=== block 1 ===
**Block 1: routed clock nets over the placement**

Scale: 2 px per µm.
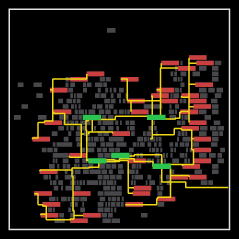
**Block 1: where the registers sit**

Scale: 4 px per µm. Other sequential cells in the stronger grey, the rest of the logic in the fainter grey.
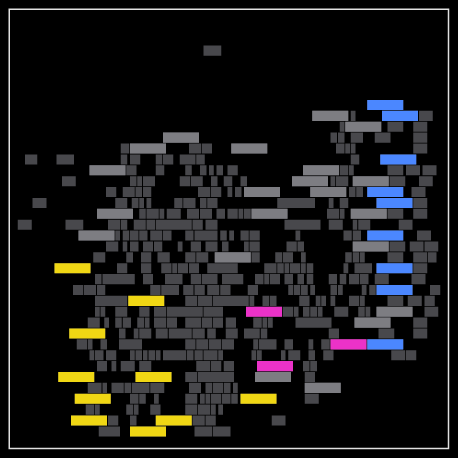
==> config.mk <==
export PLATFORM = sky130hd
export DESIGN_NAME = capture_ctrl
export DESIGN_NICKNAME = d
export VERILOG_FILES = /design/src/rtl/capture_ctrl.sv
export SDC_FILE = /design/constraint.sdc
export NUM_CORES = 1
export LEC_CHECK = 0
export CORE_MARGIN = 1.5
export CORE_UTILIZATION = 26
export DETAILED_ROUTE_END_ITERATION = 8
export SLEW_MARGIN = 40
export SYNTH_ARGS = -nofsm -noshare
export SYNTH_HDL_FRONTEND = slang
export SYNTH_SLANG_ARGS = --single-unit
==> constraint.sdc <==
create_clock -name clk -period 2.75 [get_ports clk]
set_input_delay 0.275 -clock clk [delete_from_list [all_inputs] [get_ports clk]]
set_output_delay 0.275 -clock clk [all_outputs]
set_load 0.05 [all_outputs]
==> src/rtl/capture_ctrl.sv <==
// Capture RAM write controller: pre-trigger fill, armed wait, post-trigger count, done hold.
// Writes are combinational on each qualified sample strobe; all status comes from registered state.
module capture_ctrl #(
    parameter int ADDR_W = 9
) (
    input  logic              clk,
    input  logic              rst_n,
    input  logic              cap_strt,
    input  logic              cap_abort,
    input  logic              smpl_en,
    input  logic              trig,
    input  logic [ADDR_W-1:0] trig_pos,
    input  logic              dump_busy,
    input  logic              done_clr,
    output logic              cap_en,
    output logic              we,
    output logic [ADDR_W-1:0] cap_addr,
    output logic [ADDR_W-1:0] trace_end,
    output logic              armed,
    output logic              triggered,
    output logic              capture_done
);
    localparam logic [ADDR_W:0] DEPTH = (ADDR_W+1)'(1) << ADDR_W;

    typedef enum logic [2:0] {S_IDLE, S_FILL, S_ARMED, S_POST, S_DONE} state_t;
    state_t state;

    logic [ADDR_W:0]   pre_cnt, pre_nxt, fill_tgt, post_nxt;
    logic [ADDR_W-1:0] post_cnt;
    logic              wr;

    // trig_pos = 0 gives a target of DEPTH, hence the extra bit on pre_cnt
    assign fill_tgt = DEPTH - {1'b0, trig_pos};
    assign pre_nxt  = pre_cnt + (ADDR_W+1)'(1);
    assign post_nxt = {1'b0, post_cnt} + (ADDR_W+1)'(1);

    assign wr = smpl_en && !cap_abort &&
                (state == S_FILL || state == S_ARMED || state == S_POST);
    assign cap_en = wr;
    assign we     = wr;

    always_ff @(posedge clk or negedge rst_n) begin
        if (!rst_n) begin
            state        <= S_IDLE;
            cap_addr     <= '0;
            trace_end    <= '0;
            pre_cnt      <= '0;
            post_cnt     <= '0;
            armed        <= 1'b0;
            triggered    <= 1'b0;
            capture_done <= 1'b0;
        end else if (cap_abort) begin
            state        <= S_IDLE;
            armed        <= 1'b0;
            triggered    <= 1'b0;
            capture_done <= 1'b0;
        end else begin
            case (state)
                S_IDLE: if (cap_strt && !dump_busy) begin
                    state    <= S_FILL;
                    cap_addr <= '0;
                    pre_cnt  <= '0;
                    post_cnt <= '0;
                end
                S_FILL: if (smpl_en) begin
                    cap_addr <= cap_addr + ADDR_W'(1);
                    pre_cnt  <= pre_nxt;
                    if (pre_nxt == fill_tgt) begin
                        state <= S_ARMED;
                        armed <= 1'b1;
                    end
                end
                S_ARMED: if (smpl_en) begin
                    cap_addr <= cap_addr + ADDR_W'(1);
                    if (trig) begin
                        armed     <= 1'b0;
                        triggered <= 1'b1;
                        if (trig_pos == '0) begin
                            state        <= S_DONE;
                            trace_end    <= cap_addr;
                            capture_done <= 1'b1;
                        end else begin
                            state    <= S_POST;
                            post_cnt <= '0;
                        end
                    end
                end
                S_POST: if (smpl_en) begin
                    cap_addr <= cap_addr + ADDR_W'(1);
                    post_cnt <= post_nxt[ADDR_W-1:0];
                    if (post_nxt == {1'b0, trig_pos}) begin
                        state        <= S_DONE;
                        trace_end    <= cap_addr;
                        capture_done <= 1'b1;
                    end
                end
                S_DONE: if (done_clr) begin
                    state        <= S_IDLE;
                    triggered    <= 1'b0;
                    capture_done <= 1'b0;
                end
                default: state <= S_IDLE;
            endcase
        end
    end
endmodule

==> impl_metrics.ini <==
; generated from flow reports
[global_routing]
busiest_layer = met2
met2_usage_pct = 21.8

[sta]
worst_slack_ps = 109
hold_slack_ps = -14.9
max_freq_mhz = 379
finalHoldViolCount = 43

[drt]
postRouteAntennaNets = 0
vias = 2708
firstDrtPassIters = 6
drcViolationCount = 0

[clock_network]
cts_buffer_depth = 2
cts_made_buffers = 5
post_cts_resize_count = 9

[final_layout]
diodes = 0
logic_gates = 261
final-clk-cell-share_pct = 3.81
lay_top_count = dfrtp_1
nonClkBufAreaFrac_pct = 16.8

[logic_synthesis]
synth_top_area_share_pct = 36.5
yosys-top-cells-area = dfrtp_1 37%, xnor2_1 5.9%, o21ai_0 4.4%, nand2_1 4.2%, mux2_2 4.2%
netlist_instances = 332
top_area_cell = dfrtp_1

[run_status]
violations = hold timing
status = finished, violations left

[power_and_ir_drop]
combinationalPower_mw = 0.525
power_frac_seq_pct = 39.9

[critical_path]
path_class = in -> reg
reg2reg_slack_ps = 150

[placed_design]
pre_cts_ws_ps = -485

[floorplan]
die_x_um = 109
rows = 38

[flow_run]
warning_count = 26
About 'routed clock nets over the placement' of block 1:
[red] flip-flops | count: 43
[green] clock-net drivers | count: 5
[yellow] clock wires | length: 707 µm
routed clock nets: 6
Clk pwr share: 32.4%
clk latency late pin: 290 ps
Clk. pwr: 0.615 mW
clock skew: 4.66 ps

About 'where the registers sit' of block 1:
[yellow] pre_cnt | placed flops: 10 | where: south-west
[blue] trace_end | placed flops: 9
[magenta] state | placed flops: 3
fraction of area in registers: 27.5%
P_seq: 0.757 mW
final core occ: 35.8%
Sequential Area: 1080 µm²


=== block 2 ===
**Block 2: routed clock nets over the placement**

Scale: 1.5 px per µm.
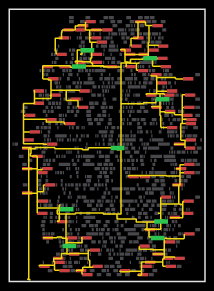
File: config.mk
export PLATFORM = sky130hd
export DESIGN_NAME = regbank_scoreboard
export DESIGN_NICKNAME = d
export VERILOG_FILES = /design/src/rtl/regbank_scoreboard.sv
export SDC_FILE = /design/constraint.sdc
export NUM_CORES = 1
export LEC_CHECK = 0
export CAP_MARGIN = 20
export CORE_ASPECT_RATIO = 1.4
export CORE_UTILIZATION = 35
export CTS_CLUSTER_DIAMETER = 120
export DETAILED_ROUTE_END_ITERATION = 16
export GPL_TIMING_DRIVEN = 0
export PLACE_DENSITY = 0.59
export SYNTH_ARGS = -nofsm -noshare
export SYNTH_HDL_FRONTEND = slang
export SYNTH_SLANG_ARGS = --single-unit
File: constraint.sdc
create_clock -name clk -period 9.8 [get_ports clk]
set_input_delay 2.45 -clock clk [delete_from_list [all_inputs] [get_ports clk]]
set_output_delay 2.45 -clock clk [all_outputs]
set_load 0.01 [all_outputs]
File: src/rtl/regbank_scoreboard.sv
// Write-pending scoreboard for the 32x32 register bank: tracks issued-but-not-written-back
// writes per register, stalls conflicting issues, and provides drain and flush sequencing.
module regbank_scoreboard #(
    parameter int unsigned NUM_REGS = 32,
    parameter int unsigned ADDR_W   = 5,
    parameter int unsigned CNT_W    = 2
) (
    input  logic                      clk,
    input  logic                      rst,
    input  logic                      issue_valid,
    input  logic [ADDR_W-1:0]         issue_rs,
    input  logic [ADDR_W-1:0]         issue_rt,
    input  logic                      use_rs,
    input  logic                      use_rt,
    input  logic                      issue_wr,
    input  logic [ADDR_W-1:0]         issue_rd,
    output logic                      issue_ready,
    input  logic                      wb_valid,
    input  logic [ADDR_W-1:0]         wb_addr,
    input  logic                      flush,
    input  logic                      drain_req,
    output logic                      drained,
    output logic [NUM_REGS-1:0]       busy_mask,
    output logic [ADDR_W+CNT_W-1:0]   pending,
    output logic                      err_underflw
);

    localparam int unsigned PEND_W = ADDR_W + CNT_W;
    localparam logic [CNT_W-1:0] MAXP = '1;
    localparam logic [CNT_W-1:0] ONE  = CNT_W'(1);

    typedef enum logic {
        ST_RUN   = 1'b0,
        ST_DRAIN = 1'b1
    } state_t;

    state_t              state_q, state_d;
    logic [CNT_W-1:0]    cnt_q [NUM_REGS];
    logic [CNT_W-1:0]    cnt_d [NUM_REGS];
    logic [PEND_W-1:0]   pending_q, pending_d;
    logic [NUM_REGS-1:0] busy_q, busy_d;
    logic                drained_q, drained_d;
    logic                err_q, err_d;

    logic hz_rs, hz_rt, rd_full;
    logic inc_any, dec_any, underflow;

    // A register is a hazard unless its last outstanding write lands this cycle (write-through bank).
    assign hz_rs = (issue_rs != '0) && (cnt_q[issue_rs] != '0)
                   && !(wb_valid && (wb_addr == issue_rs) && (cnt_q[issue_rs] == ONE));
    assign hz_rt = (issue_rt != '0) && (cnt_q[issue_rt] != '0)
                   && !(wb_valid && (wb_addr == issue_rt) && (cnt_q[issue_rt] == ONE));

    // Saturated counter stalls a new write, unless a writeback to the same register frees a slot now.
    assign rd_full = (issue_rd != '0) && (cnt_q[issue_rd] == MAXP)
                     && !(wb_valid && (wb_addr == issue_rd));

    assign issue_ready = issue_valid && (state_q == ST_RUN) && !flush && !rst
                         && !(use_rs && hz_rs) && !(use_rt && hz_rt) && !(issue_wr && rd_full);

    assign inc_any   = issue_ready && issue_wr && (issue_rd != '0);
    assign dec_any   = !flush && wb_valid && (wb_addr != '0) && (cnt_q[wb_addr] != '0);
    assign underflow = !flush && wb_valid && (wb_addr != '0) && (cnt_q[wb_addr] == '0);

    always_comb begin
        cnt_d[0]  = '0;
        busy_d    = '0;
        err_d     = err_q || underflow;
        pending_d = '0;
        for (int r = 1; r < NUM_REGS; r++) begin
            cnt_d[r] = cnt_q[r];
            if (flush) begin
                cnt_d[r] = '0;
            end else begin
                if (inc_any && (issue_rd == ADDR_W'(r)) && !(dec_any && (wb_addr == ADDR_W'(r)))) begin
                    cnt_d[r] = cnt_q[r] + ONE;
                end else if (dec_any && (wb_addr == ADDR_W'(r)) && !(inc_any && (issue_rd == ADDR_W'(r)))) begin
                    cnt_d[r] = cnt_q[r] - ONE;
                end
            end
            busy_d[r] = (cnt_d[r] != '0);
        end
        if (!flush) begin
            pending_d = pending_q + PEND_W'(inc_any) - PEND_W'(dec_any);
        end
    end

    // Drain: leave RUN on request, return with a pulse once nothing is outstanding.
    always_comb begin
        state_d   = state_q;
        drained_d = 1'b0;
        case (state_q)
            ST_RUN: begin
                if (drain_req) begin
                    state_d = ST_DRAIN;
                end
            end
            ST_DRAIN: begin
                if (!drain_req) begin
                    state_d = ST_RUN;
                end else if (pending_q == '0) begin
                    state_d   = ST_RUN;
                    drained_d = 1'b1;
                end
            end
            default: state_d = ST_RUN;
        endcase
    end

    always_ff @(posedge clk) begin
        if (rst) begin
            state_q   <= ST_RUN;
            pending_q <= '0;
            busy_q    <= '0;
            drained_q <= 1'b0;
            err_q     <= 1'b0;
            for (int r = 0; r < NUM_REGS; r++) begin
                cnt_q[r] <= '0;
            end
        end else begin
            state_q   <= state_d;
            pending_q <= pending_d;
            busy_q    <= busy_d;
            drained_q <= drained_d;
            err_q     <= err_d;
            for (int r = 0; r < NUM_REGS; r++) begin
                cnt_q[r] <= cnt_d[r];
            end
        end
    end

    assign drained      = drained_q;
    assign busy_mask    = busy_q;
    assign pending      = pending_q;
    assign err_underflw = err_q;

endmodule

==> impl_metrics.ini <==
; generated from flow reports
[clock_network]
path_clk_slew_ps = 70

[sta]
hold_slack_ps = 499
max_freq_mhz = 117
post-route-min-period_ps = 8540

[logic_synthesis]
ys_cells = 984
top_area_cell = dfxtp_1
synth_top_area_share_pct = 25.9
synth_nets = 1023
synth.avg_cell_area_um2 = 8.09

[critical_path]
crit_chain = clkdlybuf4s50_1 > buf_6 > buf_2 > mux2_2 > nor3b_1 > nor4_1 > o41ai_4 > nand3_4 > buf_4 > nor3_1 > clkdlybuf4s50_1
worstPathArrival_ps = 6090
cpMostUsedCell = clkdlybuf4s50_1
path_class = in -> out

[final_layout]
instances_no_fill = 1360
flops = 103
nonClkBufAreaFrac_pct = 11.1

[floorplan]
rows = 64

[power_and_ir_drop]
combinationalPower_mw = 0.183
ir_drop_mv = 0.0950

[drt]
firstDrtPassIters = 5
postRouteAntennaNets = 0

[min_path]
hp-class = reg -> reg

[global_routing]
use_met3_pct = 4.54
grt_pass1_wl_mm = 46.4
grt_max_degree = 18

[placed_design]
port-buffer-count = 63
dp_cells = 1344

[run_status]
status = finished clean
## Picture notes: 'routed clock nets over the placement' of block 2
[red] flip-flops | count: 103
[yellow] clock wires | length: 1580 µm
[green] clock-net drivers | count: 9
flops lie: all over the die
routed clock nets: 10
clock skew: 11.9 ps
Clk pwr share: 38.8%


=== block 3 ===
**Block 3: where the registers sit**

Scale: 4 px per µm. Other sequential cells in the stronger grey, the rest of the logic in the fainter grey.
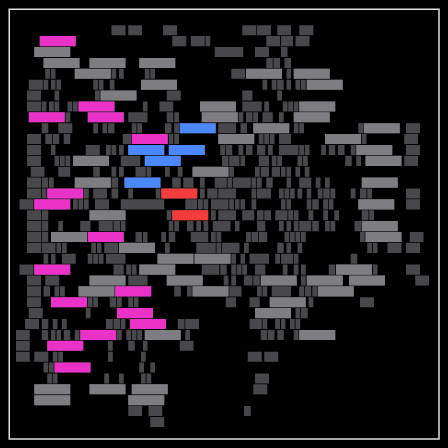
**Block 3: routed clock nets over the placement**

Scale: 2 px per µm.
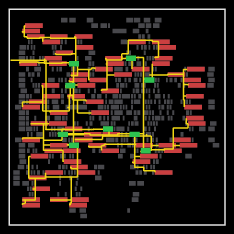
**Block 3: signal wires by layer**

Scale: 3 px per µm.
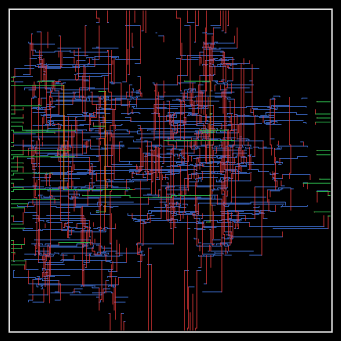
--- src/rtl/regfile_issue_arb.sv ---
// Issue arbiter for a 2R1W register file: one holding slot per channel, conflict-free issue with age-based fairness.
// Optional build macro REGFILE_ISSUE_ARB_STATS_EN adds the stall_cnt output.
module regfile_issue_arb #(
  parameter int DATA_WIDTH = 16
) (
  input  logic                  clk,
  input  logic                  reset,
  input  logic                  wr_valid,
  output logic                  wr_ready,
  input  logic [4:0]            wr_addr,
  input  logic [DATA_WIDTH-1:0] wr_data,
  input  logic                  rd1_valid,
  output logic                  rd1_ready,
  input  logic [4:0]            rd1_addr,
  input  logic                  rd2_valid,
  output logic                  rd2_ready,
  input  logic [4:0]            rd2_addr,
  output logic                  wen1,
  output logic                  ren1,
  output logic                  ren2,
  output logic [4:0]            wad1,
  output logic [4:0]            rad1,
  output logic [4:0]            rad2,
  output logic [DATA_WIDTH-1:0] din
`ifdef REGFILE_ISSUE_ARB_STATS_EN
  ,
  output logic [15:0]           stall_cnt
`endif
);

  logic                  r_wr_vld, r_rd1_vld, r_rd2_vld;
  logic [4:0]            r_wr_addr, r_rd1_addr, r_rd2_addr;
  logic [DATA_WIDTH-1:0] r_wr_data;
  logic [1:0]            r_wr_wait, r_rd1_wait, r_rd2_wait;

  logic                  r_wen1, r_ren1, r_ren2;
  logic [4:0]            r_wad1, r_rad1, r_rad2;
  logic [DATA_WIDTH-1:0] r_din;

  logic w_c12, w_cw1, w_cw2;
  logic w_1_beats_2, w_1_beats_w, w_2_beats_w;
  logic w_wr_iss, w_rd1_iss, w_rd2_iss;
  logic w_any_stall;

  assign w_c12 = r_rd1_vld && r_rd2_vld && (r_rd1_addr == r_rd2_addr);
  assign w_cw1 = r_wr_vld  && r_rd1_vld && (r_wr_addr  == r_rd1_addr);
  assign w_cw2 = r_wr_vld  && r_rd2_vld && (r_wr_addr  == r_rd2_addr);

  // Ties resolve rd1 > rd2 > wr, hence >= in favour of the higher-priority side.
  assign w_1_beats_2 = (r_rd1_wait >= r_rd2_wait);
  assign w_1_beats_w = (r_rd1_wait >= r_wr_wait);
  assign w_2_beats_w = (r_rd2_wait >= r_wr_wait);

  assign w_rd1_iss = r_rd1_vld && !(w_c12 && !w_1_beats_2) && !(w_cw1 && !w_1_beats_w);
  assign w_rd2_iss = r_rd2_vld && !(w_c12 &&  w_1_beats_2) && !(w_cw2 && !w_2_beats_w);
  assign w_wr_iss  = r_wr_vld  && !(w_cw1 &&  w_1_beats_w) && !(w_cw2 &&  w_2_beats_w);

  assign w_any_stall = (r_wr_vld && !w_wr_iss) || (r_rd1_vld && !w_rd1_iss) ||
                       (r_rd2_vld && !w_rd2_iss);

  assign wr_ready  = !r_wr_vld  || w_wr_iss;
  assign rd1_ready = !r_rd1_vld || w_rd1_iss;
  assign rd2_ready = !r_rd2_vld || w_rd2_iss;

  always_ff @(posedge clk or posedge reset) begin
    if (reset) begin
      r_wr_vld  <= 1'b0;
      r_wr_addr <= '0;
      r_wr_data <= '0;
      r_wr_wait <= 2'd0;
    end else if (wr_valid && wr_ready) begin
      r_wr_vld  <= 1'b1;
      r_wr_addr <= wr_addr;
      r_wr_data <= wr_data;
      r_wr_wait <= 2'd0;
    end else if (w_wr_iss) begin
      r_wr_vld  <= 1'b0;
      r_wr_wait <= 2'd0;
    end else if (r_wr_vld && r_wr_wait != 2'd3) begin
      r_wr_wait <= r_wr_wait + 2'd1;
    end
  end

  always_ff @(posedge clk or posedge reset) begin
    if (reset) begin
      r_rd1_vld  <= 1'b0;
      r_rd1_addr <= '0;
      r_rd1_wait <= 2'd0;
    end else if (rd1_valid && rd1_ready) begin
      r_rd1_vld  <= 1'b1;
      r_rd1_addr <= rd1_addr;
      r_rd1_wait <= 2'd0;
    end else if (w_rd1_iss) begin
      r_rd1_vld  <= 1'b0;
      r_rd1_wait <= 2'd0;
    end else if (r_rd1_vld && r_rd1_wait != 2'd3) begin
      r_rd1_wait <= r_rd1_wait + 2'd1;
    end
  end

  always_ff @(posedge clk or posedge reset) begin
    if (reset) begin
      r_rd2_vld  <= 1'b0;
      r_rd2_addr <= '0;
      r_rd2_wait <= 2'd0;
    end else if (rd2_valid && rd2_ready) begin
      r_rd2_vld  <= 1'b1;
      r_rd2_addr <= rd2_addr;
      r_rd2_wait <= 2'd0;
    end else if (w_rd2_iss) begin
      r_rd2_vld  <= 1'b0;
      r_rd2_wait <= 2'd0;
    end else if (r_rd2_vld && r_rd2_wait != 2'd3) begin
      r_rd2_wait <= r_rd2_wait + 2'd1;
    end
  end

  // Strobes pulse for one cycle; addresses and data hold when idle.
  always_ff @(posedge clk or posedge reset) begin
    if (reset) begin
      r_wen1 <= 1'b0;
      r_ren1 <= 1'b0;
      r_ren2 <= 1'b0;
      r_wad1 <= '0;
      r_rad1 <= '0;
      r_rad2 <= '0;
      r_din  <= '0;
    end else begin
      r_wen1 <= w_wr_iss;
      r_ren1 <= w_rd1_iss;
      r_ren2 <= w_rd2_iss;
      if (w_wr_iss) begin
        r_wad1 <= r_wr_addr;
        r_din  <= r_wr_data;
      end
      if (w_rd1_iss) r_rad1 <= r_rd1_addr;
      if (w_rd2_iss) r_rad2 <= r_rd2_addr;
    end
  end

  assign wen1 = r_wen1;
  assign ren1 = r_ren1;
  assign ren2 = r_ren2;
  assign wad1 = r_wad1;
  assign rad1 = r_rad1;
  assign rad2 = r_rad2;
  assign din  = r_din;

`ifdef REGFILE_ISSUE_ARB_STATS_EN
  logic [15:0] r_stall_cnt;

  always_ff @(posedge clk or posedge reset) begin
    if (reset) begin
      r_stall_cnt <= 16'd0;
    end else if (w_any_stall && r_stall_cnt != 16'hFFFF) begin
      r_stall_cnt <= r_stall_cnt + 16'd1;
    end
  end

  assign stall_cnt = r_stall_cnt;
`else
  logic w_unused_stall;
  assign w_unused_stall = w_any_stall;
`endif

endmodule

--- config.mk ---
export PLATFORM = sky130hd
export DESIGN_NAME = regfile_issue_arb
export DESIGN_NICKNAME = d
export VERILOG_FILES = /design/src/rtl/regfile_issue_arb.sv
export SDC_FILE = /design/constraint.sdc
export NUM_CORES = 1
export LEC_CHECK = 0
export ABC_AREA = 1
export CORE_MARGIN = 1
export CORE_UTILIZATION = 30
export DETAILED_ROUTE_END_ITERATION = 12
export GPL_ROUTABILITY_DRIVEN = 0
export SYNTH_ARGS = -nofsm -noshare
export SYNTH_HDL_FRONTEND = slang
export SYNTH_SLANG_ARGS = --single-unit
--- constraint.sdc ---
create_clock -name clk -period 2.7 [get_ports clk]
set_input_delay 0.675 -clock clk [delete_from_list [all_inputs] [get_ports clk]]
set_output_delay 0.675 -clock clk [all_outputs]
set_load 0.01 [all_outputs]
==> impl_metrics.ini <==
; generated from flow reports
[final_layout]
final_cell_mix = 177 x nand2_1, 74 x dfrtp_1, 69 x clkdlybuf4s50_1
instances_no_fill = 623
drive_above_1_share_pct = 7.39
lay_top_count = nand2_1

[drt]
met3_length_um = 416
wl_met1_mm = 3.79

[floorplan]
rows = 37

[logic_synthesis]
netlist_instances = 400
ys_seq_share_pct = 55.9
top_area_cell = dfrtp_1
ys_sh_aoi_pct = 3.63
synth_area_um2 = 3310
synth.avg_cell_area_um2 = 8.28
ys.flops = 74
synthTopCellsByCount = 177 x nand2_1, 74 x dfrtp_1, 37 x inv_1, 37 x nand3_1, 20 x o21ai_0
yosys.area_share.xor_xnor_pct = 1.59

[critical_path]
startpoint_type = flop
rr_worst_depth = 12
critPathRequiredTime_ps = 2030

[min_path]
hp-class = reg -> reg
hold_end = r_wr_data[8]

[sta]
rsz0062_at_grt = false
worst_slack_ps = 151
worstMarginPinSlew_ps = 412

[placed_design]
dp_cells = 603

[run_status]
status = finished clean

[clock_network]
post_cts_buffers = 4
cts_tree = yes
About 'where the registers sit' of block 3:
[red] r_wr_wait | placed flops: 2
[magenta] r_wr_data | placed flops: 16
[blue] r_wr_addr | placed flops: 5
not coloured: 51
fraction of area in registers: 41.9%
P_seq: 1.52 mW
final core occ: 42.1%
Sequential Area: 1850 µm²

About 'routed clock nets over the placement' of block 3:
[yellow] clock wires | length: 918 µm
[green] clock-net drivers | count: 9
[red] flip-flops | count: 74
routed clock nets: 10
clk latency late pin: 350 ps
Clk pwr share: 25.9%
clock skew: 13.9 ps
Clk. pwr: 0.872 mW

About 'signal wires by layer' of block 3:
[green] M3 | wire length: 417 µm
[blue] M1 | wire length: 3790 µm
[red] M2 | wire length: 3470 µm
[orange] M4 | wire length: 122 µm
Total Wirelength: 7.79 mm
Total Routing Usage GR: 15.1%
via count: 2759


=== block 4 ===
**Block 4: routed clock nets over the placement**

Scale: 2 px per µm.
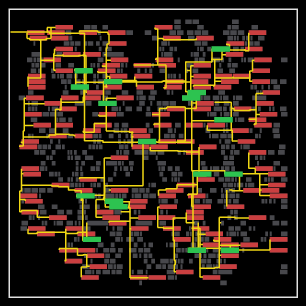
**Block 4: routing congestion**

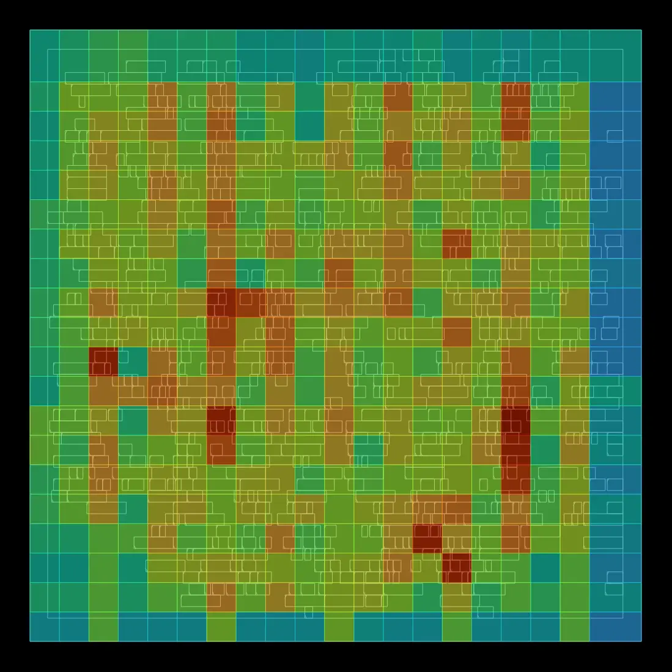
**Block 4: signal wires by layer**

Scale: 2 px per µm.
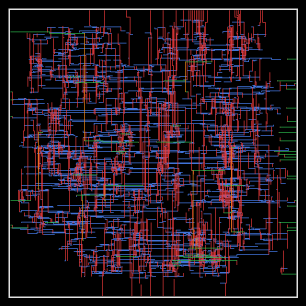
<file path="src/rtl/csi_frame_stats.sv">
// CSI-2 receiver frame statistics and board status monitor (word_clk domain).
//
// Purpose: measures lines per frame and payload words in the first line,
// counts completed frames, flags inconsistent or truncated lines, and drives
// a heartbeat plus a pulse-stretched frame-activity indicator for LEDs.
//
// Ports:
//   word_clk        sole clock, rising edge
//   areset_n        asynchronous active-low reset
//   in_frame        receiver frame-active level
//   in_line         receiver line-active level
//   payload_enable  one payload word valid this cycle
//   err_clear       synchronous clear of sticky error flags (set wins)
//   stat_lines      line count of last completed frame (saturating)
//   stat_words      payload words in first completed line of last frame
//   stat_frames     completed-frame counter, wraps
//   stat_valid      one-cycle pulse when stat_* update
//   err_len         sticky: a line length differed from the frame's first line
//   err_trunc       sticky: frame ended while a line was active
//   heartbeat       free-running divider MSB
//   frame_act       stretched frame-start indicator
//
// FSM states:
//   IDLE  | waiting for a frame start; line and payload activity ignored
//   FRAME | frame active; lines and payload words are being measured
module csi_frame_stats #(
  parameter int CNT_W     = 16,
  parameter int HB_W      = 23,
  parameter int STRETCH_W = 20
) (
  input  logic             word_clk,
  input  logic             areset_n,
  input  logic             in_frame,
  input  logic             in_line,
  input  logic             payload_enable,
  input  logic             err_clear,
  output logic [CNT_W-1:0] stat_lines,
  output logic [CNT_W-1:0] stat_words,
  output logic [CNT_W-1:0] stat_frames,
  output logic             stat_valid,
  output logic             err_len,
  output logic             err_trunc,
  output logic             heartbeat,
  output logic             frame_act
);

  typedef enum logic {IDLE = 1'b0, FRAME = 1'b1} state_t;

  state_t state_q, state_d;

  logic s_frame, s_line, s_pe;
  logic p_frame, p_line;
  logic frame_rise, frame_fall, line_rise, line_fall;
  logic start_frame, end_frame;
  logic in_frame_st, line_end, len_mismatch;

  logic [CNT_W-1:0]     line_cnt, word_cnt, ref_len;
  logic [CNT_W-1:0]     line_cnt_d, ref_len_d, word_cnt_inc;
  logic                 first_line;
  logic [HB_W-1:0]      hb_cnt;
  logic [STRETCH_W-1:0] stretch_cnt;

  // Input sample stage and one-deep history for edge detection.
  always_ff @(posedge word_clk or negedge areset_n) begin
    if (!areset_n) begin
      s_frame <= 1'b0;
      s_line  <= 1'b0;
      s_pe    <= 1'b0;
      p_frame <= 1'b0;
      p_line  <= 1'b0;
    end else begin
      s_frame <= in_frame;
      s_line  <= in_line;
      s_pe    <= payload_enable;
      p_frame <= s_frame;
      p_line  <= s_line;
    end
  end

  assign frame_rise = s_frame & ~p_frame;
  assign frame_fall = ~s_frame & p_frame;
  assign line_rise  = s_line & ~p_line;
  assign line_fall  = ~s_line & p_line;

  always_ff @(posedge word_clk or negedge areset_n) begin
    if (!areset_n) state_q <= IDLE;
    else           state_q <= state_d;
  end

  always_comb begin
    state_d     = state_q;
    start_frame = 1'b0;
    end_frame   = 1'b0;
    case (state_q)
      IDLE: begin
        if (frame_rise) begin
          state_d     = FRAME;
          start_frame = 1'b1;
        end
      end
      FRAME: begin
        if (frame_fall) begin
          state_d   = IDLE;
          end_frame = 1'b1;
        end
      end
      default: state_d = IDLE;
    endcase
  end

  assign in_frame_st  = (state_q == FRAME);
  assign line_end     = in_frame_st & line_fall;
  assign len_mismatch = line_end & ~first_line & (word_cnt != ref_len);

  // Next-cycle views of line count and reference length, so a line that ends
  // (or starts) in the same cycle as the frame is reflected in latched stats.
  assign ref_len_d    = (line_end & first_line) ? word_cnt : ref_len;
  assign line_cnt_d   = (in_frame_st & line_rise & ~(&line_cnt)) ?
                        line_cnt + CNT_W'(1) : line_cnt;
  assign word_cnt_inc = (&word_cnt) ? word_cnt : word_cnt + CNT_W'(1);

  always_ff @(posedge word_clk or negedge areset_n) begin
    if (!areset_n) begin
      line_cnt   <= '0;
      word_cnt   <= '0;
      ref_len    <= '0;
      first_line <= 1'b0;
    end else if (start_frame) begin
      line_cnt   <= '0;
      word_cnt   <= '0;
      ref_len    <= '0;
      first_line <= 1'b1;
    end else if (in_frame_st) begin
      line_cnt <= line_cnt_d;
      ref_len  <= ref_len_d;
      if (line_end) first_line <= 1'b0;
      // A word arriving on the line's first cycle counts toward that line.
      if (line_rise)           word_cnt <= CNT_W'(s_pe);
      else if (s_line && s_pe) word_cnt <= word_cnt_inc;
    end
  end

  always_ff @(posedge word_clk or negedge areset_n) begin
    if (!areset_n) begin
      stat_lines  <= '0;
      stat_words  <= '0;
      stat_frames <= '0;
      stat_valid  <= 1'b0;
    end else begin
      stat_valid <= end_frame;
      if (end_frame) begin
        stat_lines  <= line_cnt_d;
        stat_words  <= ref_len_d;
        stat_frames <= stat_frames + CNT_W'(1);
      end
    end
  end

  always_ff @(posedge word_clk or negedge areset_n) begin
    if (!areset_n) begin
      err_len   <= 1'b0;
      err_trunc <= 1'b0;
    end else begin
      if (len_mismatch)   err_len <= 1'b1;
      else if (err_clear) err_len <= 1'b0;
      // A line falling together with the frame is a clean end, not truncation.
      if (end_frame && s_line) err_trunc <= 1'b1;
      else if (err_clear)      err_trunc <= 1'b0;
    end
  end

  always_ff @(posedge word_clk or negedge areset_n) begin
    if (!areset_n) hb_cnt <= '0;
    else           hb_cnt <= hb_cnt + HB_W'(1);
  end

  assign heartbeat = hb_cnt[HB_W-1];

  always_ff @(posedge word_clk or negedge areset_n) begin
    if (!areset_n)                stretch_cnt <= '0;
    else if (frame_rise)          stretch_cnt <= '1;
    else if (stretch_cnt != '0)   stretch_cnt <= stretch_cnt - STRETCH_W'(1);
  end

  assign frame_act = (stretch_cnt != '0);

endmodule

</file>
<file path="config.mk">
export PLATFORM = sky130hd
export DESIGN_NAME = csi_frame_stats
export DESIGN_NICKNAME = d
export VERILOG_FILES = /design/src/rtl/csi_frame_stats.sv
export SDC_FILE = /design/constraint.sdc
export NUM_CORES = 1
export LEC_CHECK = 0
export ABC_CLOCK_PERIOD_IN_PS = 2200
export CAP_MARGIN = 20
export CORE_MARGIN = 4
export CORE_UTILIZATION = 39
export DETAILED_ROUTE_END_ITERATION = 8
export PLACE_DENSITY_LB_ADDON = 0.05
export REMOVE_ABC_BUFFERS = 1
export SYNTH_ARGS = -nofsm -noshare
export SYNTH_HDL_FRONTEND = slang
export SYNTH_SLANG_ARGS = --single-unit
</file>
<file path="constraint.sdc">
create_clock -name word_clk -period 2.2 [get_ports word_clk]
set_input_delay 0.33 -clock word_clk [delete_from_list [all_inputs] [get_ports word_clk]]
set_output_delay 0.33 -clock word_clk [all_outputs]
set_load 0.01 [all_outputs]
</file>
==> impl_metrics.ini <==
; generated from flow reports
[logic_synthesis]
yosys.area_share.xor_xnor_pct = 10.1
netlist_instances = 696
top_area_cell = dfrtp_1

[clock_network]
root_buffer = clkbuf_16
path_clk_slew_ps = 60

[final_layout]
seq-cell-share_pct = 42.5
register_area_um2 = 3730
clockBufferCount = 19

[run_status]
status = finished, violations left
violations = setup timing

[sta]
finalSetupViolations = 1
finalHoldViolCount = 0
worst_slack_ps = -144

[min_path]
hold_end = s_frame
whs_path_depth = 1

[drt]
dr.first_iter.drc_count = 259

[critical_path]
path_class = reg -> out

[power_and_ir_drop]
p_int_mw = 5.11

[floorplan]
core_um2 = 18000
About 'routed clock nets over the placement' of block 4:
[green] clock-net drivers | count: 17
[red] flip-flops | count: 149
[yellow] clock wires | length: 1900 µm
flops lie: all over the die
clk latency late pin: 420 ps
Clk pwr share: 42.0%
clock skew: 10.6 ps

About 'routing congestion' of block 4:
final core occ: 48.9%
met1 usage: 22.5%
met3 usage: 3.18%

About 'signal wires by layer' of block 4:
[red] M2 | wire length: 7430 µm
[orange] M4 | wire length: 213 µm
[blue] M1 | wire length: 7590 µm
[green] M3 | wire length: 492 µm
via count: 5243
Total Wirelength: 15.7 mm
DR WL/cell: 15.5 µm
Total Routing Usage GR: 16.5%


=== block 5 ===
**Block 5: where the registers sit**

Scale: 6 px per µm. Other sequential cells in the stronger grey, the rest of the logic in the fainter grey.
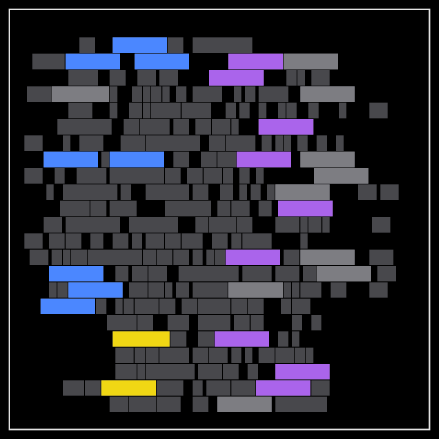
**Block 5: routed clock nets over the placement**

Scale: 4 px per µm.
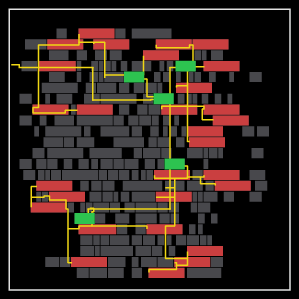
$ cat src/rtl/delta_emitter_pkg.sv
// Shared constants and the output-buffer state type for the delta_emitter block.
package delta_emitter_pkg;

  localparam int DELTA_WIDTH_DEF = 8;

  localparam logic [1:0] BUF_EMPTY = 2'd0;
  localparam logic [1:0] BUF_ONE   = 2'd1;
  localparam logic [1:0] BUF_TWO   = 2'd2;

  typedef enum logic [1:0] {
    ST_EMPTY = BUF_EMPTY,
    ST_ONE   = BUF_ONE,
    ST_TWO   = BUF_TWO
  } buf_state_e;

endpackage

$ cat src/rtl/delta_skid_buf.sv
// Two-entry valid/ready skid FIFO; the head entry is always held in a register
// so the output never depends combinationally on the consumer's ready.
module delta_skid_buf
  import delta_emitter_pkg::*;
#(
  parameter int DATA_W = DELTA_WIDTH_DEF + 1
) (
  input  logic              clk,
  input  logic              rst_n,
  input  logic [DATA_W-1:0] in_data,
  input  logic              in_valid,
  output logic              in_ready,
  output logic [DATA_W-1:0] out_data,
  output logic              out_valid,
  input  logic              out_ready
);

  buf_state_e        state;
  logic [DATA_W-1:0] head;
  logic [DATA_W-1:0] tail;
  logic              push;
  logic              pop;

  assign in_ready  = (state != ST_TWO);
  assign out_valid = (state != ST_EMPTY);
  assign out_data  = head;
  assign push      = in_valid & in_ready;
  assign pop       = out_valid & out_ready;

  // When both slots are full the second entry is promoted to head on a pop.
  always_ff @(posedge clk or negedge rst_n) begin
    if (!rst_n) begin
      state <= ST_EMPTY;
      head  <= '0;
      tail  <= '0;
    end else begin
      case (state)
        ST_EMPTY: begin
          if (push) begin
            head  <= in_data;
            state <= ST_ONE;
          end
        end
        ST_ONE: begin
          if (push && pop) begin
            head <= in_data;
          end else if (push) begin
            tail  <= in_data;
            state <= ST_TWO;
          end else if (pop) begin
            state <= ST_EMPTY;
          end
        end
        ST_TWO: begin
          if (pop) begin
            head  <= tail;
            state <= ST_ONE;
          end
        end
        default: state <= ST_EMPTY;
      endcase
    end
  end

endmodule

$ cat src/rtl/delta_emitter.sv
// Streaming delta encoder: emits (sample - previous sample) mod 2^WIDTH_P.
// Define DELTA_EMITTER_ZERO_SKIP_EN to drop zero deltas instead of enqueueing them.
module delta_emitter
  import delta_emitter_pkg::*;
#(
  parameter int WIDTH_P = DELTA_WIDTH_DEF
) (
  input  logic               clk_i,
  input  logic               rst_ni,
  input  logic [WIDTH_P-1:0] sample_i,
  input  logic               sample_valid_i,
  output logic               sample_ready_o,
  input  logic               resync_i,
  output logic [WIDTH_P-1:0] delta_o,
  output logic               first_o,
  output logic               delta_valid_o,
  input  logic               delta_ready_i
);

  logic [WIDTH_P-1:0] ref_q;
  logic [WIDTH_P-1:0] ref_eff;
  logic [WIDTH_P-1:0] delta;
  logic               first_pend_q;
  logic               accept;
  logic               push;
  logic               entry_first;
  logic [WIDTH_P:0]   head;

  assign accept      = sample_valid_i & sample_ready_o;
  assign ref_eff     = resync_i ? '0 : ref_q;
  assign delta       = sample_i - ref_eff;
  assign entry_first = first_pend_q | resync_i;

`ifdef DELTA_EMITTER_ZERO_SKIP_EN
  // A skipped sample still becomes the reference, so the next delta stays exact.
  assign push = accept & (delta != '0);
`else
  assign push = accept;
`endif

  always_ff @(posedge clk_i or negedge rst_ni) begin
    if (!rst_ni) begin
      ref_q        <= '0;
      first_pend_q <= 1'b1;
    end else begin
      if (accept) begin
        ref_q <= sample_i;
      end else if (resync_i) begin
        ref_q <= '0;
      end
      // The first flag survives a skipped accept so it rides on the next real entry.
      if (push) begin
        first_pend_q <= 1'b0;
      end else if (resync_i) begin
        first_pend_q <= 1'b1;
      end
    end
  end

  delta_skid_buf #(
    .DATA_W(WIDTH_P + 1)
  ) u_skid (
    .clk      (clk_i),
    .rst_n    (rst_ni),
    .in_data  ({entry_first, delta}),
    .in_valid (push),
    .in_ready (sample_ready_o),
    .out_data (head),
    .out_valid(delta_valid_o),
    .out_ready(delta_ready_i)
  );

  assign delta_o = head[WIDTH_P-1:0];
  assign first_o = head[WIDTH_P];

endmodule

$ cat config.mk
export PLATFORM = sky130hd
export DESIGN_NAME = delta_emitter
export DESIGN_NICKNAME = d
export VERILOG_FILES = /design/src/rtl/delta_emitter_pkg.sv /design/src/rtl/delta_skid_buf.sv /design/src/rtl/delta_emitter.sv
export SDC_FILE = /design/constraint.sdc
export NUM_CORES = 1
export LEC_CHECK = 0
export CELL_PAD_IN_SITES_DETAIL_PLACEMENT = 0
export CELL_PAD_IN_SITES_GLOBAL_PLACEMENT = 1
export CORE_MARGIN = 2
export CORE_UTILIZATION = 37
export DETAILED_ROUTE_END_ITERATION = 12
export PLACE_DENSITY = 0.86
export SETUP_SLACK_MARGIN = 0.4
export SLEW_MARGIN = 20
export SYNTH_ARGS = -nofsm -noshare
export SYNTH_HDL_FRONTEND = slang
export SYNTH_SLANG_ARGS = --single-unit
$ cat constraint.sdc
create_clock -name clk_i -period 2.15 [get_ports clk_i]
set_clock_uncertainty 0.2 [all_clocks]
set_input_delay 0.43 -clock clk_i [delete_from_list [all_inputs] [get_ports clk_i]]
set_output_delay 0.43 -clock clk_i [all_outputs]
set_load 0.02 [all_outputs]
==> impl_metrics.ini <==
; generated from flow reports
[placed_design]
placed_area_um2 = 2110

[global_routing]
grt_use_total_pct = 17.9

[drt]
drcViolationCount = 0
top_layer_used = met4
dr_wl_met2_mm = 2.11
postRouteAntennaNets = 0

[run_status]
status = finished clean

[final_layout]
final-clk-cell-share_pct = 4.07
final-comb-area_um2 = 1070
n_all_buffers = 59
logic_gates = 127
diodes = 0
clockBufferCount = 7
drive_above_1_share_pct = 39.6
design_area_um2 = 2490
comb_share_pct = 43.0

[power_and_ir_drop]
power_density_nw_per_um2 = 833
p_leak_nw = 1.11
p_switching_mw = 0.694
power_frac_seq_pct = 37.8

[logic_synthesis]
flop_cell = dfrtp_1
netlist_instances = 168
yosysWarnings = 0
yosysMostFrequentCell = dfrtp_1

[critical_path]
reg2reg_slack_ps = 50
startpoint_type = flop
crit_family = adder cells

[floorplan]
tapCellCount = 50
core_um2 = 4090
die_x_um = 69.8

[sta]
finalSetupViolations = 0
About 'where the registers sit' of block 5:
[blue] ref_q | placed flops: 8
[yellow] u_skid.state | placed flops: 2
[purple] u_skid.tail | placed flops: 9
fraction of area in registers: 29.2%
P_seq: 0.783 mW
final core occ: 60.9%
Sequential Area: 728 µm²

About 'routed clock nets over the placement' of block 5:
[green] clock-net drivers | count: 5
[yellow] clock wires | length: 399 µm
[red] flip-flops | count: 29
routed clock nets: 6
Clk pwr share: 24.0%
clk latency late pin: 280 ps
Clk. pwr: 0.498 mW


=== block 6 ===
**Block 6: routing congestion**

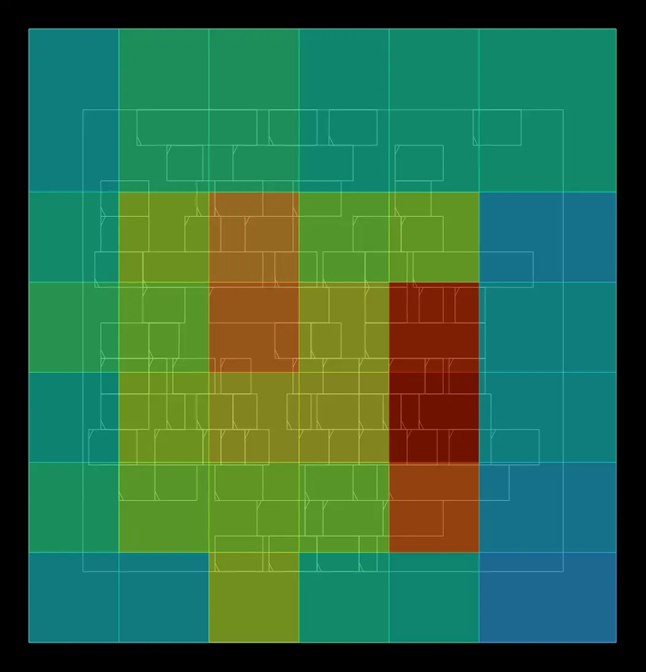
**Block 6: a small window of the routed layout**

Region (24, 2) to (44, 22) µm. Cells in grey, sequential cells in the stronger grey; small squares are vias.
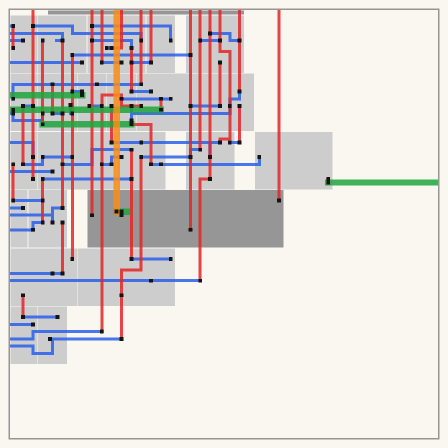
## config.mk

```make
export PLATFORM = sky130hd
export DESIGN_NAME = updown_mod_counter
export DESIGN_NICKNAME = d
export VERILOG_FILES = /design/src/rtl/updown_mod_counter.sv
export SDC_FILE = /design/constraint.sdc
export NUM_CORES = 1
export LEC_CHECK = 0
export CORE_AREA = 4 4 41 43
export DETAILED_ROUTE_END_ITERATION = 8
export DIE_AREA = 0 0 45 47
export PLACE_DENSITY = 0.69
export SLEW_MARGIN = 20
export SYNTH_ARGS = -nofsm -noshare
export SYNTH_HDL_FRONTEND = slang
export SYNTH_SLANG_ARGS = --single-unit
```

## constraint.sdc

```tcl
create_clock -name clk -period 4.11 [get_ports clk]
set_input_delay 0.411 -clock clk [delete_from_list [all_inputs] [get_ports clk]]
set_output_delay 0.411 -clock clk [all_outputs]
set_load 0.01 [all_outputs]
```

## src/rtl/updown_mod_counter.sv

```systemverilog
// WIDTH-bit modulo-MODULUS up/down counter with load, clear, wrap/saturate,
// boundary event pulse, sticky overflow and a zero-lag registered compare match.
module updown_mod_counter #(
  parameter int unsigned     WIDTH    = 4,
  parameter longint unsigned MODULUS  = 64'd1 << WIDTH,
  parameter bit              SATURATE = 1'b0
) (
  input  logic             clk,
  input  logic             rst_n,
  input  logic             clr,
  input  logic             ld,
  input  logic [WIDTH-1:0] d,
  input  logic             cnt,
  input  logic             dir,
  input  logic             ovf_clr,
  input  logic [WIDTH-1:0] cmp_val,
  output logic [WIDTH-1:0] q,
  output logic             evt,
  output logic             ovf,
  output logic             match
);

  // Top count held in WIDTH+1 bits so MODULUS = 2**WIDTH never truncates to 0.
  localparam logic [WIDTH:0]   MAXV = (WIDTH+1)'(MODULUS - 64'd1);
  localparam logic [WIDTH-1:0] QMAX = MAXV[WIDTH-1:0];

  logic [WIDTH:0]   q_ext, d_ext;
  logic             at_top, at_bot, bnd;
  logic [WIDTH-1:0] q_nxt;
  logic             evt_nxt, ovf_nxt;

  assign q_ext  = {1'b0, q};
  assign d_ext  = {1'b0, d};
  assign at_top = (q_ext == MAXV);
  assign at_bot = (q == '0);

  always_comb begin
    q_nxt   = q;
    bnd     = 1'b0;
    evt_nxt = 1'b0;
    ovf_nxt = ovf & ~ovf_clr;
    if (clr) begin
      q_nxt   = '0;
      ovf_nxt = 1'b0;
    end else if (ld) begin
      q_nxt = (d_ext > MAXV) ? QMAX : d;
    end else if (cnt) begin
      if (dir) begin
        bnd   = at_top;
        // q < MAXV here, so q+1 cannot carry out of WIDTH bits
        q_nxt = at_top ? (SATURATE ? q : '0) : q + WIDTH'(1);
      end else begin
        bnd   = at_bot;
        q_nxt = at_bot ? (SATURATE ? q : QMAX) : q - WIDTH'(1);
      end
      evt_nxt = bnd;
      // event beats a simultaneous ovf_clr
      ovf_nxt = bnd | (ovf & ~ovf_clr);
    end
  end

  always_ff @(posedge clk or negedge rst_n) begin
    if (!rst_n) begin
      q     <= '0;
      evt   <= 1'b0;
      ovf   <= 1'b0;
      match <= 1'b0;
    end else begin
      q     <= q_nxt;
      evt   <= evt_nxt;
      ovf   <= ovf_nxt;
      match <= (q_nxt == cmp_val);
    end
  end

endmodule

```

==> impl_metrics.ini <==
; generated from flow reports
[run_status]
status = finished clean

[floorplan]
die_x_um = 45
ios = 22

[power_and_ir_drop]
power_clock_mw = 0.0618
power.group.top = registers

[final_layout]
design.final.nets = 96
lay_top_count = clkdlybuf4s50_1
design_area_um2 = 751
drive_above_1_share_pct = 6.41

[global_routing]
gr-total-overflow = 0
grt_pass1_wl_mm = 1.99
met2_usage_pct = 23.4

[clock_network]
post_cts_buffers = 0
cts_made_buffers = 3
insertion_delay_ps = 250
root_buffer = clkbuf_4

[critical_path]
cp_slowest_cell = dfrtp_1
rr_worst_depth = 7
worstSetupEndpoint = match
crit_family = AND-OR/OR-AND gates
cp.depth = 7
reg2reg_slack_ps = 2300

[logic_synthesis]
ys_sh_mux_pct = 3.97
yosys.area_share.adder_pct = 4.96
yosys.area_share.xor_xnor_pct = 8.68
yosys-top-cells-area = dfrtp_1 35%, xnor2_1 6.9%, ha_1 5.0%, mux2i_1 4.0%, inv_1 3.7%

[placed_design]
pre_cts_ws_ps = 2070
placed_area_um2 = 724

[drt]
wl_mm = 1.26
vias_per_cell = 5.48

[sta]
worst_slack_ps = 2300

[flow_run]
maxCapViolCount = 0
Notes on 'routing congestion' of block 6 above:
grt peak-use layer: met2
met1 usage: 13.7%
Total Routing Usage GR: 13.4%
DR WL/cell: 13.5 µm

Notes on 'a small window of the routed layout' of block 6 above:
[red] M2
[green] M3
[orange] M4
[blue] M1
sequential cells in the window: 1
cells with their middle in the window: 18
most frequent: nand3_1 (2), inv_1 (2), ha_1 (2)
netlist names of flops here include: match (1)


=== block 7 ===
**Block 7: routing congestion**

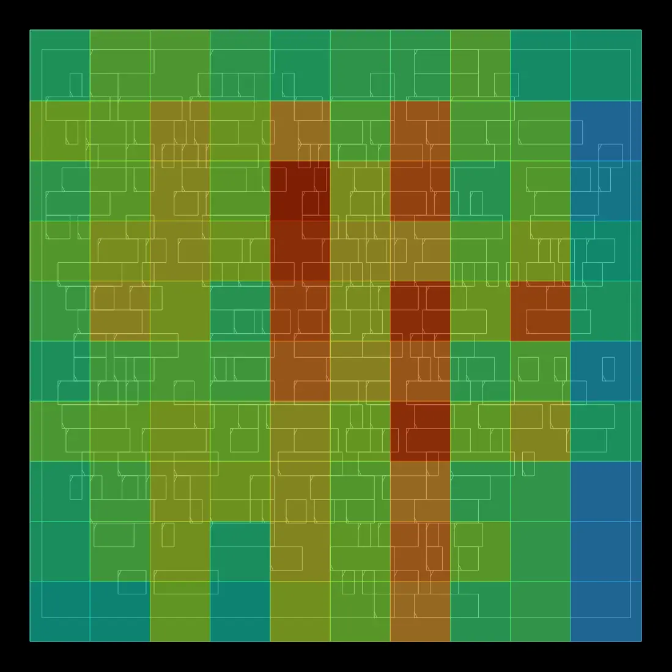
**Block 7: routed clock nets over the placement**

Scale: 4 px per µm.
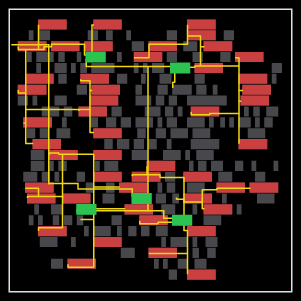
===== src/rtl/simon_pkg.sv =====
// Shared types and constants for the Simon button front end.
package simon_pkg;

  localparam int NUM_BTN = 4;

  typedef logic [NUM_BTN-1:0] btn_vec_t;

  typedef enum logic [1:0] {
    IDLE    = 2'd0,
    HELD    = 2'd1,
    LOCKOUT = 2'd2
  } state_t;

endpackage


===== src/rtl/debounce_bit.sv =====
// One button bit: multi-flop synchroniser followed by a stable-run debounce counter.
module debounce_bit #(
  parameter int SYNC_STAGES     = 2,
  parameter int DEBOUNCE_CYCLES = 16
) (
  input  logic clk,
  input  logic reset,
  input  logic raw,
  output logic level
);

  localparam int CNT_W = $clog2(DEBOUNCE_CYCLES + 1);
  localparam logic [CNT_W-1:0] CNT_LAST = CNT_W'(DEBOUNCE_CYCLES - 1);

  logic [SYNC_STAGES-1:0] sync_q, sync_d;
  logic [CNT_W-1:0]       cnt_q, cnt_d;
  logic                   level_q, level_d;
  logic                   sync_bit;

  assign sync_bit = sync_q[SYNC_STAGES-1];

  always_comb begin
    sync_d  = {sync_q[SYNC_STAGES-2:0], raw};
    cnt_d   = '0;
    level_d = level_q;
    // A bounce back to the current level falls into the default and restarts the run.
    if (sync_bit != level_q) begin
      if (cnt_q == CNT_LAST) begin
        level_d = sync_bit;
      end else begin
        cnt_d = cnt_q + 1'b1;
      end
    end
  end

  always_ff @(posedge clk) begin
    if (reset) begin
      sync_q  <= '0;
      cnt_q   <= '0;
      level_q <= 1'b0;
    end else begin
      sync_q  <= sync_d;
      cnt_q   <= cnt_d;
      level_q <= level_d;
    end
  end

  assign level = level_q;

endmodule


===== src/rtl/button_conditioner.sv =====
// Debounces the raw buttons and turns clean single presses into one-hot pulses,
// rejecting chorded or overlapping presses with a multi_press flag.
module button_conditioner #(
  parameter int NUM_BTN         = simon_pkg::NUM_BTN,
  parameter int DEBOUNCE_CYCLES = 16,
  parameter int SYNC_STAGES     = 2
) (
  input  logic               clk,
  input  logic               reset,
  input  logic [NUM_BTN-1:0] btn_raw,
  output logic [NUM_BTN-1:0] btn_level,
  output logic [NUM_BTN-1:0] btn_pulse,
  output logic               multi_press,
  output logic               busy
);

  import simon_pkg::*;

  logic [NUM_BTN-1:0] level;
  logic [NUM_BTN-1:0] level_q;
  logic [NUM_BTN-1:0] rise;
  logic [NUM_BTN-1:0] held_q, held_d;
  logic [NUM_BTN-1:0] pulse_q, pulse_d;
  logic               multi_q, multi_d;
  logic               busy_q;
  state_t             state_q, state_d;

  for (genvar g = 0; g < NUM_BTN; g++) begin : g_deb
    debounce_bit #(
      .SYNC_STAGES    (SYNC_STAGES),
      .DEBOUNCE_CYCLES(DEBOUNCE_CYCLES)
    ) u_deb (
      .clk  (clk),
      .reset(reset),
      .raw  (btn_raw[g]),
      .level(level[g])
    );
  end

  assign rise = level & ~level_q;

  always_comb begin
    state_d = state_q;
    held_d  = held_q;
    pulse_d = '0;
    multi_d = 1'b0;
    case (state_q)
      IDLE: begin
        // In IDLE every down bit is a fresh rise, so extra level bits mean a chord.
        if (($countones(rise) == 1) && (level == rise)) begin
          pulse_d = rise;
          held_d  = rise;
          state_d = HELD;
        end else if ((rise != '0) || (level != '0)) begin
          multi_d = 1'b1;
          state_d = LOCKOUT;
        end
      end
      HELD: begin
        if ((rise & ~held_q) != '0) begin
          multi_d = 1'b1;
          state_d = LOCKOUT;
        end else if (level == '0) begin
          state_d = IDLE;
        end
      end
      LOCKOUT: begin
        if (level == '0) state_d = IDLE;
      end
      default: state_d = IDLE;
    endcase
  end

  always_ff @(posedge clk) begin
    if (reset) begin
      state_q <= IDLE;
      held_q  <= '0;
      level_q <= '0;
      pulse_q <= '0;
      multi_q <= 1'b0;
      busy_q  <= 1'b0;
    end else begin
      state_q <= state_d;
      held_q  <= held_d;
      level_q <= level;
      pulse_q <= pulse_d;
      multi_q <= multi_d;
      busy_q  <= (state_d != IDLE);
    end
  end

  assign btn_level   = level;
  assign btn_pulse   = pulse_q;
  assign multi_press = multi_q;
  assign busy        = busy_q;

endmodule


===== config.mk =====
export PLATFORM = sky130hd
export DESIGN_NAME = button_conditioner
export DESIGN_NICKNAME = d
export VERILOG_FILES = /design/src/rtl/simon_pkg.sv /design/src/rtl/debounce_bit.sv /design/src/rtl/button_conditioner.sv
export SDC_FILE = /design/constraint.sdc
export NUM_CORES = 1
export LEC_CHECK = 0
export CAP_MARGIN = 10
export CELL_PAD_IN_SITES_DETAIL_PLACEMENT = 1
export CELL_PAD_IN_SITES_GLOBAL_PLACEMENT = 1
export CORE_UTILIZATION = 40
export DETAILED_ROUTE_END_ITERATION = 8
export PLACE_DENSITY = 0.75
export SLEW_MARGIN = 20
export SYNTH_ARGS = -nofsm -noshare
export SYNTH_HDL_FRONTEND = slang
export SYNTH_SLANG_ARGS = --single-unit

===== constraint.sdc =====
create_clock -name clk -period 2.7 [get_ports clk]
set_clock_uncertainty 0.2 [all_clocks]
set_input_delay 0.405 -clock clk [delete_from_list [all_inputs] [get_ports clk]]
set_output_delay 0.405 -clock clk [all_outputs]
set_load 0.1 [all_outputs]

==> impl_metrics.ini <==
; generated from flow reports
[power_and_ir_drop]
switching_share_pct = 20.7
p_int_mw = 0.934
p_leak_nw = 0.937
p_switching_mw = 0.244
combPwrFrac_pct = 2.4
ir_drop_mv = 0.375

[global_routing]
grt_use_total_pct = 15.8
grt_pass1_wl_mm = 5.97

[critical_path]
cp_slowest_stage_delay_ps = 420
cp_slowest_cell = fa_1
worstSetupEndpoint = busy
worstPathArrival_ps = 2560
path_class = reg -> reg
worst-path-buf-inv = 1

[placed_design]
placed_area_um2 = 2050
port-buffer-count = 15

[min_path]
hp-class = reg -> reg
worstHoldStart = g_deb[3].u_deb.sync_q[0]

[flow_run]
warning_count = 27

[logic_synthesis]
synthTopCellsByCount = 48 x dfxtp_1, 28 x nor2_1, 14 x nor2b_1, 12 x inv_1, 11 x ha_1
yosysMostFrequentCell = dfxtp_1
synthSimpleGateAreaFrac_pct = 20.5
synth_area_um2 = 1860
yosys.area_share.adder_pct = 8.46
edf_count = 0

[final_layout]
flops = 48
register_area_um2 = 961
n_all_buffers = 21
largestClassByArea = sequential cells
final-comb-area_um2 = 830
clockBufferCount = 6

[run_status]
status = finished clean

[sta]
finalSetupViolations = 0
max_freq_mhz = 387
finalHoldViolCount = 0

[clock_network]
cts_made_buffers = 5
post_cts_resize_count = 1
cts_tree = yes
post_cts_buffers = 0

[floorplan]
die_y_um = 70.2
tapCellCount = 52
## Picture notes: 'routing congestion' of block 7
met1 usage: 17.5%
final core occ: 49.1%
DR WL/cell: 13.4 µm
grt peak-use layer: met2

## Picture notes: 'routed clock nets over the placement' of block 7
[yellow] clock wires | length: 540 µm
[red] flip-flops | count: 48
[green] clock-net drivers | count: 5
flops lie: all over the die
routed clock nets: 6
clk latency late pin: 300 ps
Clk pwr share: 36.6%
Clk. pwr: 0.432 mW



==> notes/layouts.md <==
Pictures saved along the way, in no particular order.

A small window of the routed layout.
panel A
Region (42, 7) to (62, 27) µm. Cells in grey, sequential cells in the stronger grey; small squares are vias.
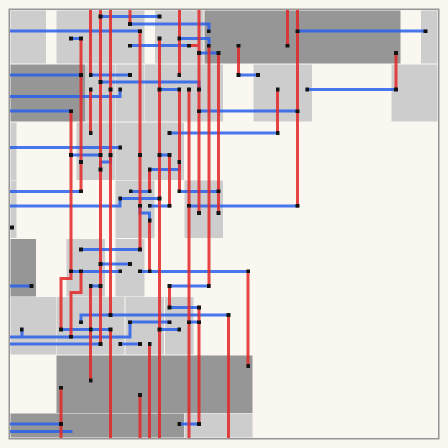
panel B
Region (97, 26) to (117, 46) µm. Cells in grey, sequential cells in the stronger grey; small squares are vias.
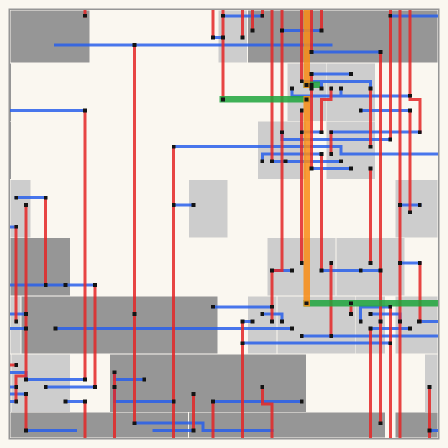
panel C
Region (72, 17) to (92, 37) µm. Cells in grey, sequential cells in the stronger grey; small squares are vias.
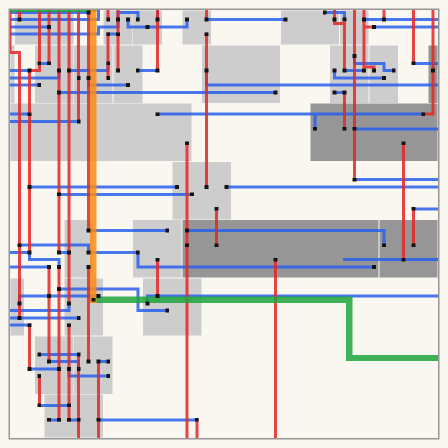
panel D
Region (70, 17) to (90, 37) µm. Cells in grey, sequential cells in the stronger grey; small squares are vias.
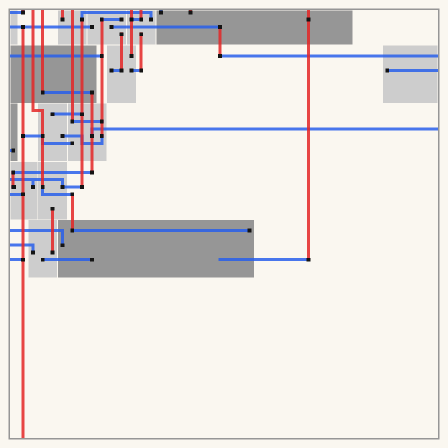
panel E
Region (87, 35) to (107, 55) µm. Cells in grey, sequential cells in the stronger grey; small squares are vias.
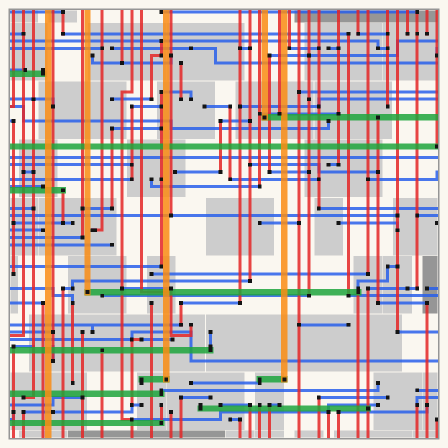
panel F
Region (43, 8) to (63, 28) µm. Cells in grey, sequential cells in the stronger grey; small squares are vias.
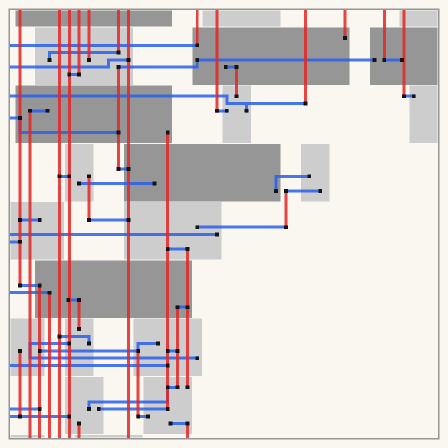
Panel C comes from block 1.
Panel B comes from block 4.
Panel F comes from block 7.
Panel D comes from block 3.
Panel A comes from block 5.
Panel E comes from block 2.

Power and IR drop assume default switching activity.
